# ---- pipe_frame_accumulator ----
<file path="src/rtl/pipe_frame_accumulator.sv">
// rtl/pipe_frame_accumulator.sv - sums every LEN pipeline results into a frame sum behind a small output FIFO
module pipe_frame_accumulator #(
    parameter int LEN        = 4,
    parameter int ACC_W      = 40,
    parameter int FIFO_DEPTH = 2
) (
    input  logic             clk,
    input  logic             reset,
    input  logic             in_valid,
    output logic             in_ready,
    input  logic [31:0]      in_data,
    input  logic             clear,
    output logic             out_valid,
    input  logic             out_ready,
    output logic [ACC_W-1:0] out_sum,
    output logic             out_ovf
);

    localparam int CW = $clog2(LEN);
    localparam int PW = $clog2(FIFO_DEPTH);
    localparam logic [CW-1:0] LAST = CW'(LEN - 1);
    localparam logic [PW:0]   FULL = (PW + 1)'(FIFO_DEPTH);

    logic [ACC_W-1:0] acc;
    logic [ACC_W-1:0] ext;
    logic [ACC_W-1:0] s;
    logic [CW-1:0]    cnt;
    logic             frame_ovf;
    logic             ovf_step;
    logic             accept;
    logic             push;
    logic             pop;

    logic [ACC_W-1:0] fifo_sum [FIFO_DEPTH];
    logic             fifo_ovf [FIFO_DEPTH];
    logic [PW-1:0]    wr_ptr;
    logic [PW-1:0]    rd_ptr;
    logic [PW:0]      count;

    assign ext      = {{(ACC_W - 32){in_data[31]}}, in_data};
    assign s        = acc + ext;
    assign ovf_step = (acc[ACC_W-1] == ext[ACC_W-1]) && (s[ACC_W-1] != acc[ACC_W-1]);

    // in_ready looks only at registered count so out_ready never reaches it combinationally
    assign in_ready  = !reset && (count != FULL);
    assign accept    = in_valid && in_ready;
    assign push      = accept && !clear && (cnt == LAST);
    assign out_valid = (count != '0);
    assign pop       = out_valid && out_ready;
    assign out_sum   = out_valid ? fifo_sum[rd_ptr] : '0;
    assign out_ovf   = out_valid ? fifo_ovf[rd_ptr] : 1'b0;

    always_ff @(posedge clk) begin
        if (reset || clear) begin
            acc       <= '0;
            cnt       <= '0;
            frame_ovf <= 1'b0;
        end else if (accept) begin
            if (cnt == LAST) begin
                acc       <= '0;
                cnt       <= '0;
                frame_ovf <= 1'b0;
            end else begin
                acc       <= s;
                cnt       <= cnt + CW'(1);
                frame_ovf <= frame_ovf | ovf_step;
            end
        end
    end

    always_ff @(posedge clk) begin
        if (reset) begin
            wr_ptr <= '0;
            rd_ptr <= '0;
            count  <= '0;
        end else begin
            if (push) wr_ptr <= wr_ptr + PW'(1);
            if (pop)  rd_ptr <= rd_ptr + PW'(1);
            case ({push, pop})
                2'b10:   count <= count + (PW + 1)'(1);
                2'b01:   count <= count - (PW + 1)'(1);
                default: count <= count;
            endcase
        end
    end

    // Storage needs no reset: the read side is gated by count
    always_ff @(posedge clk) begin
        if (push && !reset) begin
            fifo_sum[wr_ptr] <= s;
            fifo_ovf[wr_ptr] <= frame_ovf | ovf_step;
        end
    end

endmodule

</file>
<file path="config.mk">
export PLATFORM = sky130hd
export DESIGN_NAME = pipe_frame_accumulator
export DESIGN_NICKNAME = d
export VERILOG_FILES = /design/src/rtl/pipe_frame_accumulator.sv
export SDC_FILE = /design/constraint.sdc
export NUM_CORES = 1
export LEC_CHECK = 0
export CORE_AREA = 10 10 225 142
export CTS_BUF_LIST = sky130_fd_sc_hd__clkbuf_8
export CTS_CLUSTER_DIAMETER = 50
export DETAILED_ROUTE_END_ITERATION = 8
export DIE_AREA = 0 0 235 152
export SLEW_MARGIN = 10
export SYNTH_ARGS = -nofsm -noshare
export SYNTH_HDL_FRONTEND = slang
export SYNTH_SLANG_ARGS = --single-unit
export TNS_END_PERCENT = 10
</file>
<file path="constraint.sdc">
create_clock -name clk -period 5.4 [get_ports clk]
set_input_delay 1.62 -clock clk [delete_from_list [all_inputs] [get_ports clk]]
set_output_delay 1.62 -clock clk [all_outputs]
set_load 0.01 [all_outputs]
</file>
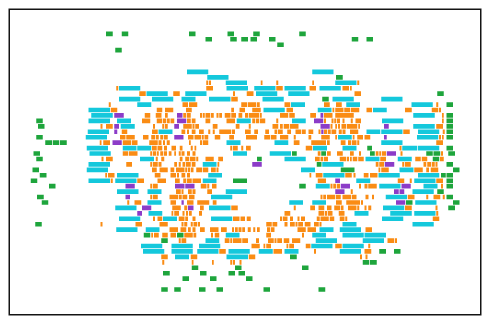
*Cells colored by class, pipe_frame_accumulator*
Drawn at 2 px/µm.
| color | class | cells | share of their area |
|---|---|---|---|
| green | other buffers and delay cells | 88 | 11% |
| cyan | flops | 130 | 43% |
| orange | all other logic | 474 | 42% |
| purple | clock drivers and dummy loads | 32 | 4.2% |
Core Box Area: 28050 µm²
row cnt: 48

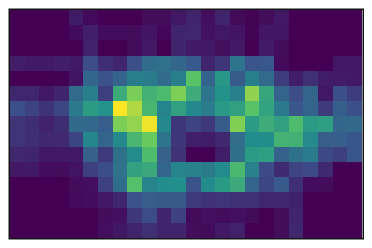
*Wiring heat map, pipe_frame_accumulator*
Drawn at 1.5 px/µm. 24 x 15 tiles, from dark purple (low) to yellow (high), scaled to the fullest tile. Values are wire area over tile area, all layers added.
tiles over half the peak: 12%
mean over tiles: 0.080
densest ninth of the die: middle
Vias: 5009
gr usage total: 10.24%
Post-Route WL: 18.31 mm
WL/cell: 16.66 µm

## sequential cells by signal, summed over array words and instances (netlist names), named ones only
register and cells:
count 2, wr_ptr 1, frame_ovf 1, rd_ptr 1
fifo_ovf 2, cnt 2, fifo_sum 80, acc 40
## where the power goes
group | switching, W | internal (W) | leakage [nW]
Clock | 0.000397 | 0.000310 | 0.154
Combinational | 0.000134 | 0.0000926 | 1.72
Sequential | 0.00000479 | 0.00107 | 1.13
Total | 0.000536 | 0.00147 | 3.00
## worst register-to-register path: stages, from the launching register on
cell and delay, ns:
dfxtp_1 0.33, ha_1 0.21, inv_1 0.07, fa_1 0.41, nor2b_2 0.15, o211ai_1 0.16, a21oi_2 0.19, o211ai_1 0.13
a21o_1 0.25, o31a_4 0.32, o21ai_4 0.25, a211o_1 0.20, o311ai_4 0.12, a22o_1 0.22
## layer usage
metal  GRT usage (%)  vias up  share of wire (%)
met5               0        -                  0
met4           2.112        0               0.55
met3           3.115        7                5.9
met2           14.14      138                 40
met1           15.12     2370                 54
li1                -     2494                  -
==> run summary <==
run metrics: Crit. End Element output port, root buf cell clkbuf_8, final period utilization 88.05%, clock-cell share of area 3.964%, Critical Path End in_ready, Log Warnings 26, hold_buf cts 0, chip area estimate from yosys synthesis 6847 µm², actual slew at the worst max-slew pin 1.091 ns, Comb gates 454, Hold Path End acc[37], count of library flops with an enable pin 82, Via density 4.558, run status complete, no violations, Post-Syn Nets 714, Final Cell Area 8428 µm², H-tree depth 4

# ---- rf_wb_arbiter ----
### Cells colored by class, rf_wb_arbiter

Drawn at 4 px/µm.
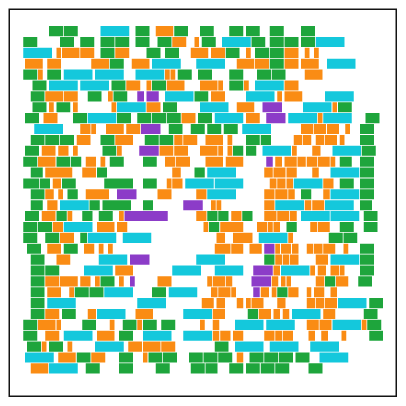
### The clock network, rf_wb_arbiter

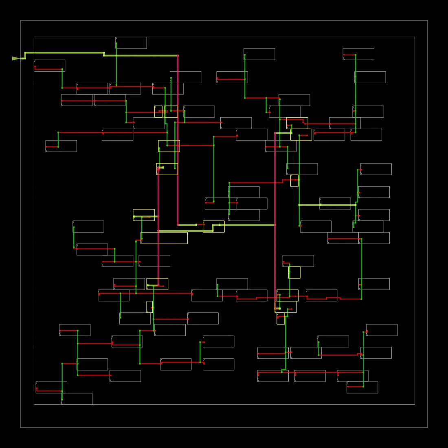
--- config.mk ---
export PLATFORM = sky130hd
export DESIGN_NAME = rf_wb_arbiter
export DESIGN_NICKNAME = d
export VERILOG_FILES = /design/src/rtl/rf_wb_arbiter_pkg.sv /design/src/rtl/rf_wb_arbiter_rr.sv /design/src/rtl/rf_wb_arbiter.sv
export SDC_FILE = /design/constraint.sdc
export NUM_CORES = 1
export LEC_CHECK = 0
export CAP_MARGIN = 10
export CORE_MARGIN = 3
export CORE_UTILIZATION = 41
export CTS_CLUSTER_SIZE = 10
export DETAILED_ROUTE_END_ITERATION = 12
export PLACE_DENSITY_LB_ADDON = 0.15
export SYNTH_ARGS = -nofsm -noshare
export SYNTH_HDL_FRONTEND = slang
export SYNTH_HIERARCHICAL = 1
export SYNTH_SLANG_ARGS = --single-unit
--- constraint.sdc ---
create_clock -name clk -period 2 [get_ports clk]
set_clock_uncertainty 0.05 [all_clocks]
set_input_delay 0.5 -clock clk [delete_from_list [all_inputs] [get_ports clk]]
set_output_delay 0.5 -clock clk [all_outputs]
set_load 0.02 [all_outputs]
--- src/rtl/rf_wb_arbiter_pkg.sv ---
// rf_pkg: shared register-file constants and helpers for the writeback arbiter
package rf_pkg;

    localparam int RF_AW    = 5;
    localparam int RF_DW    = 32;
    localparam int RF_NREGS = 32;
    localparam int RF_ZERO  = 0;

    localparam int REQ_ALU = 0;
    localparam int REQ_MEM = 1;

    function automatic int wrap_inc(input int v, input int n);
        return (v + 1) % n;
    endfunction

    // Register 0 is hardwired, so it never gets a scoreboard bit.
    function automatic logic [RF_NREGS-1:0] reg_mask(input logic [31:0] a);
        return (a < RF_NREGS && a != RF_ZERO) ? RF_NREGS'(1) << a : '0;
    endfunction

endpackage

--- src/rtl/rf_wb_arbiter_rr.sv ---
// rr_arbiter: combinational round-robin pick starting the search at ptr
module rr_arbiter #(
    parameter int NREQ = 2,
    parameter int PW   = 1
) (
    input  logic [NREQ-1:0] req,
    input  logic [PW-1:0]   ptr,
    output logic [NREQ-1:0] grant,
    output logic [PW-1:0]   winner
);

    function automatic int slot(input logic [PW-1:0] p, input int k);
        return (int'(p) + k) % NREQ;
    endfunction

    // Walk from the farthest slot back to ptr so the closest valid one lands last.
    always_comb begin
        grant  = '0;
        winner = '0;
        for (int k = NREQ - 1; k >= 0; k--) begin
            if (req[slot(ptr, k)]) begin
                grant               = '0;
                grant[slot(ptr, k)] = 1'b1;
                winner              = PW'(slot(ptr, k));
            end
        end
    end

endmodule

--- src/rtl/rf_wb_arbiter.sv ---
// rf_wb_arbiter: round-robin sharing of the reg_file write port plus busy scoreboard
module rf_wb_arbiter
    import rf_pkg::*;
#(
    parameter int NREQ = 2,
    parameter int AW   = RF_AW,
    parameter int DW   = RF_DW
) (
    input  logic                clk,
    input  logic                rst,
    input  logic [NREQ-1:0]     req_valid,
    input  logic [NREQ*AW-1:0]  req_addr,
    input  logic [NREQ*DW-1:0]  req_data,
    output logic [NREQ-1:0]     req_ready,
    input  logic                iss_valid,
    input  logic [AW-1:0]       iss_addr,
    output logic                wr,
    output logic [AW-1:0]       addr3,
    output logic [DW-1:0]       data3,
    output logic [RF_NREGS-1:0] busy
);

    localparam int PW = NREQ > 1 ? $clog2(NREQ) : 1;

    logic [PW-1:0]       rr_ptr;
    logic [PW-1:0]       winner;
    logic [NREQ-1:0]     grant;
    logic                wr_q;
    logic                acc;
    logic [AW-1:0]       waddr;
    logic [DW-1:0]       wdata;
    logic [RF_NREGS-1:0] set_mask;
    logic [RF_NREGS-1:0] clr_mask;

    rr_arbiter #(.NREQ(NREQ), .PW(PW)) u_rr (
        .req    (req_valid),
        .ptr    (rr_ptr),
        .grant  (grant),
        .winner (winner)
    );

    // A write registered just before reset is masked so it never lands in reg_file.
    always_comb begin
        req_ready = rst ? '0 : grant;
        acc       = |req_ready;
        waddr     = req_addr[winner*AW +: AW];
        wdata     = req_data[winner*DW +: DW];
        wr        = wr_q && !rst;
        set_mask  = iss_valid ? reg_mask(32'(iss_addr)) : '0;
        clr_mask  = wr ? reg_mask(32'(addr3)) : '0;
    end

    always_ff @(posedge clk) begin
        if (rst) begin
            wr_q   <= 1'b0;
            addr3  <= '0;
            data3  <= '0;
            busy   <= '0;
            rr_ptr <= '0;
        end else begin
            wr_q <= acc && waddr != AW'(RF_ZERO);
            busy <= (busy & ~clr_mask) | set_mask;
            if (acc) begin
                addr3  <= waddr;
                data3  <= wdata;
                rr_ptr <= PW'(wrap_inc(int'(winner), NREQ));
            end
        end
    end

endmodule

==> run summary <==
run metrics: run status complete, no violations, worst r2r src rr_ptr, Area leader share 42.42%, Top pwr grp registers, cell internal pwr 0.002504 W, clk slew on worst S/H paths 0.08 ns, Critical Path Source req_valid[1], Layout area overhead 56.65%, WHS 0.4213 ns, family with the most delay on the worst path buffers and inverters, min-delay src busy[0], I/O pins 156, Antenna Cells 0, Final TNS setup 0 ns, flop share of the area 27.08%, post-route insts no fill 606, Gate Area 1718 µm², Fin. Hold Viols 0, synthesized cell area 3351 µm², gr usage total 21.03%, R2R Setup Slk 0.25 ns, Critical Path AT 1.35 ns, cts repair resizes 14, min Tclk post-route 1.905 ns, initial antenna violation count 0, main flop type dfxtp_1, synth unique cells 39, WL/cell 16.16 µm, placed cells 590, number of global-route vias before repair 3263, count of library flops with an enable pin 0, largest class buffers, Seq share, synth 42.42%, Vias 3241, Gate Count Post-Synth 339
## Picture notes: 'Cells colored by class' of rf_wb_arbiter
| color | class | cells | share of their area |
|---|---|---|---|
| green | other buffers and delay cells | 178 | 34% |
| cyan | flops | 71 | 28% |
| purple | clock drivers and dummy loads | 16 | 3.7% |
| orange | all other logic | 239 | 35% |

## Picture notes: 'The clock network' of rf_wb_arbiter
clk latency of the worst-skew pair: 0.34 ns
FFs & Latches: 71

==> synthesized netlist by cell type (4+ instances only) <==
master	number
a211oi_1	8
buf_4	4
mux2i_1	37
inv_1	15
dfxtp_1	71
nor4_1	10
o21ai_0	19
o211ai_1	9
nand3b_1	5
buf_2	14
o311ai_0	7
clkbuf_1	4
nand2_1	7
buf_6	4
nor2_1	41
a211oi_2	30
o32ai_1	10
o311ai_1	4
nand3_1	7
nor2b_1	4
==> cell families after synthesis <==
kind of cell,count (synthesis),share of synthesized area (%)
compound gates,95,25.28
simple gates,92,14.41
buf+inv,44,6.833
flops,71,42.42
mux,37,11.05
==> metal layers <==
metal  vias up  track usage, %  part of all wire [%]
met2       131           35.94                    50
met1      1492           25.21                    41
met5         -               0                     0
li1       1599               -                     -
met3        19           5.732                   7.4
met4         0           7.710                   2.1
==> sequential cells by signal, summed over array words and instances, names as in the netlist <==
signal,flops
data3,32
addr3,5
rr_ptr,1
busy,32
wr_q,1
==> per-stage QoR <==
stage / utilization (%) / instance area [µm²]
after floorplan: - / 3351
after global placement: 64.57 / 5067
after detailed placement: 64.57 / 5067
after CTS: 66.88 / 5249
after global routing: 66.88 / 5249
final: 66.88 / 5249


==> notes/layouts.md <==
Pictures saved along the way, in no particular order.

Signal wires on met3.
panel A
Drawn at 4 px/µm.
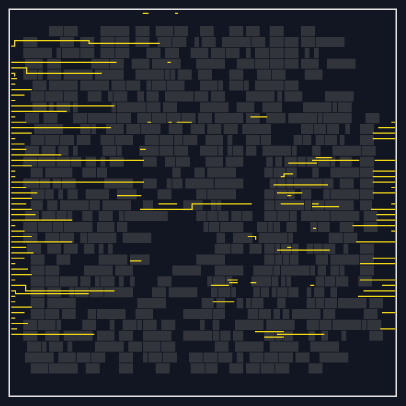
panel B
Drawn at 1.5 px/µm.
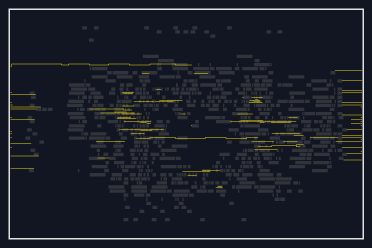
Panel A comes from rf_wb_arbiter.
Panel B comes from pipe_frame_accumulator.

Power figures rest on the tool's default switching activity, not on a simulated workload.
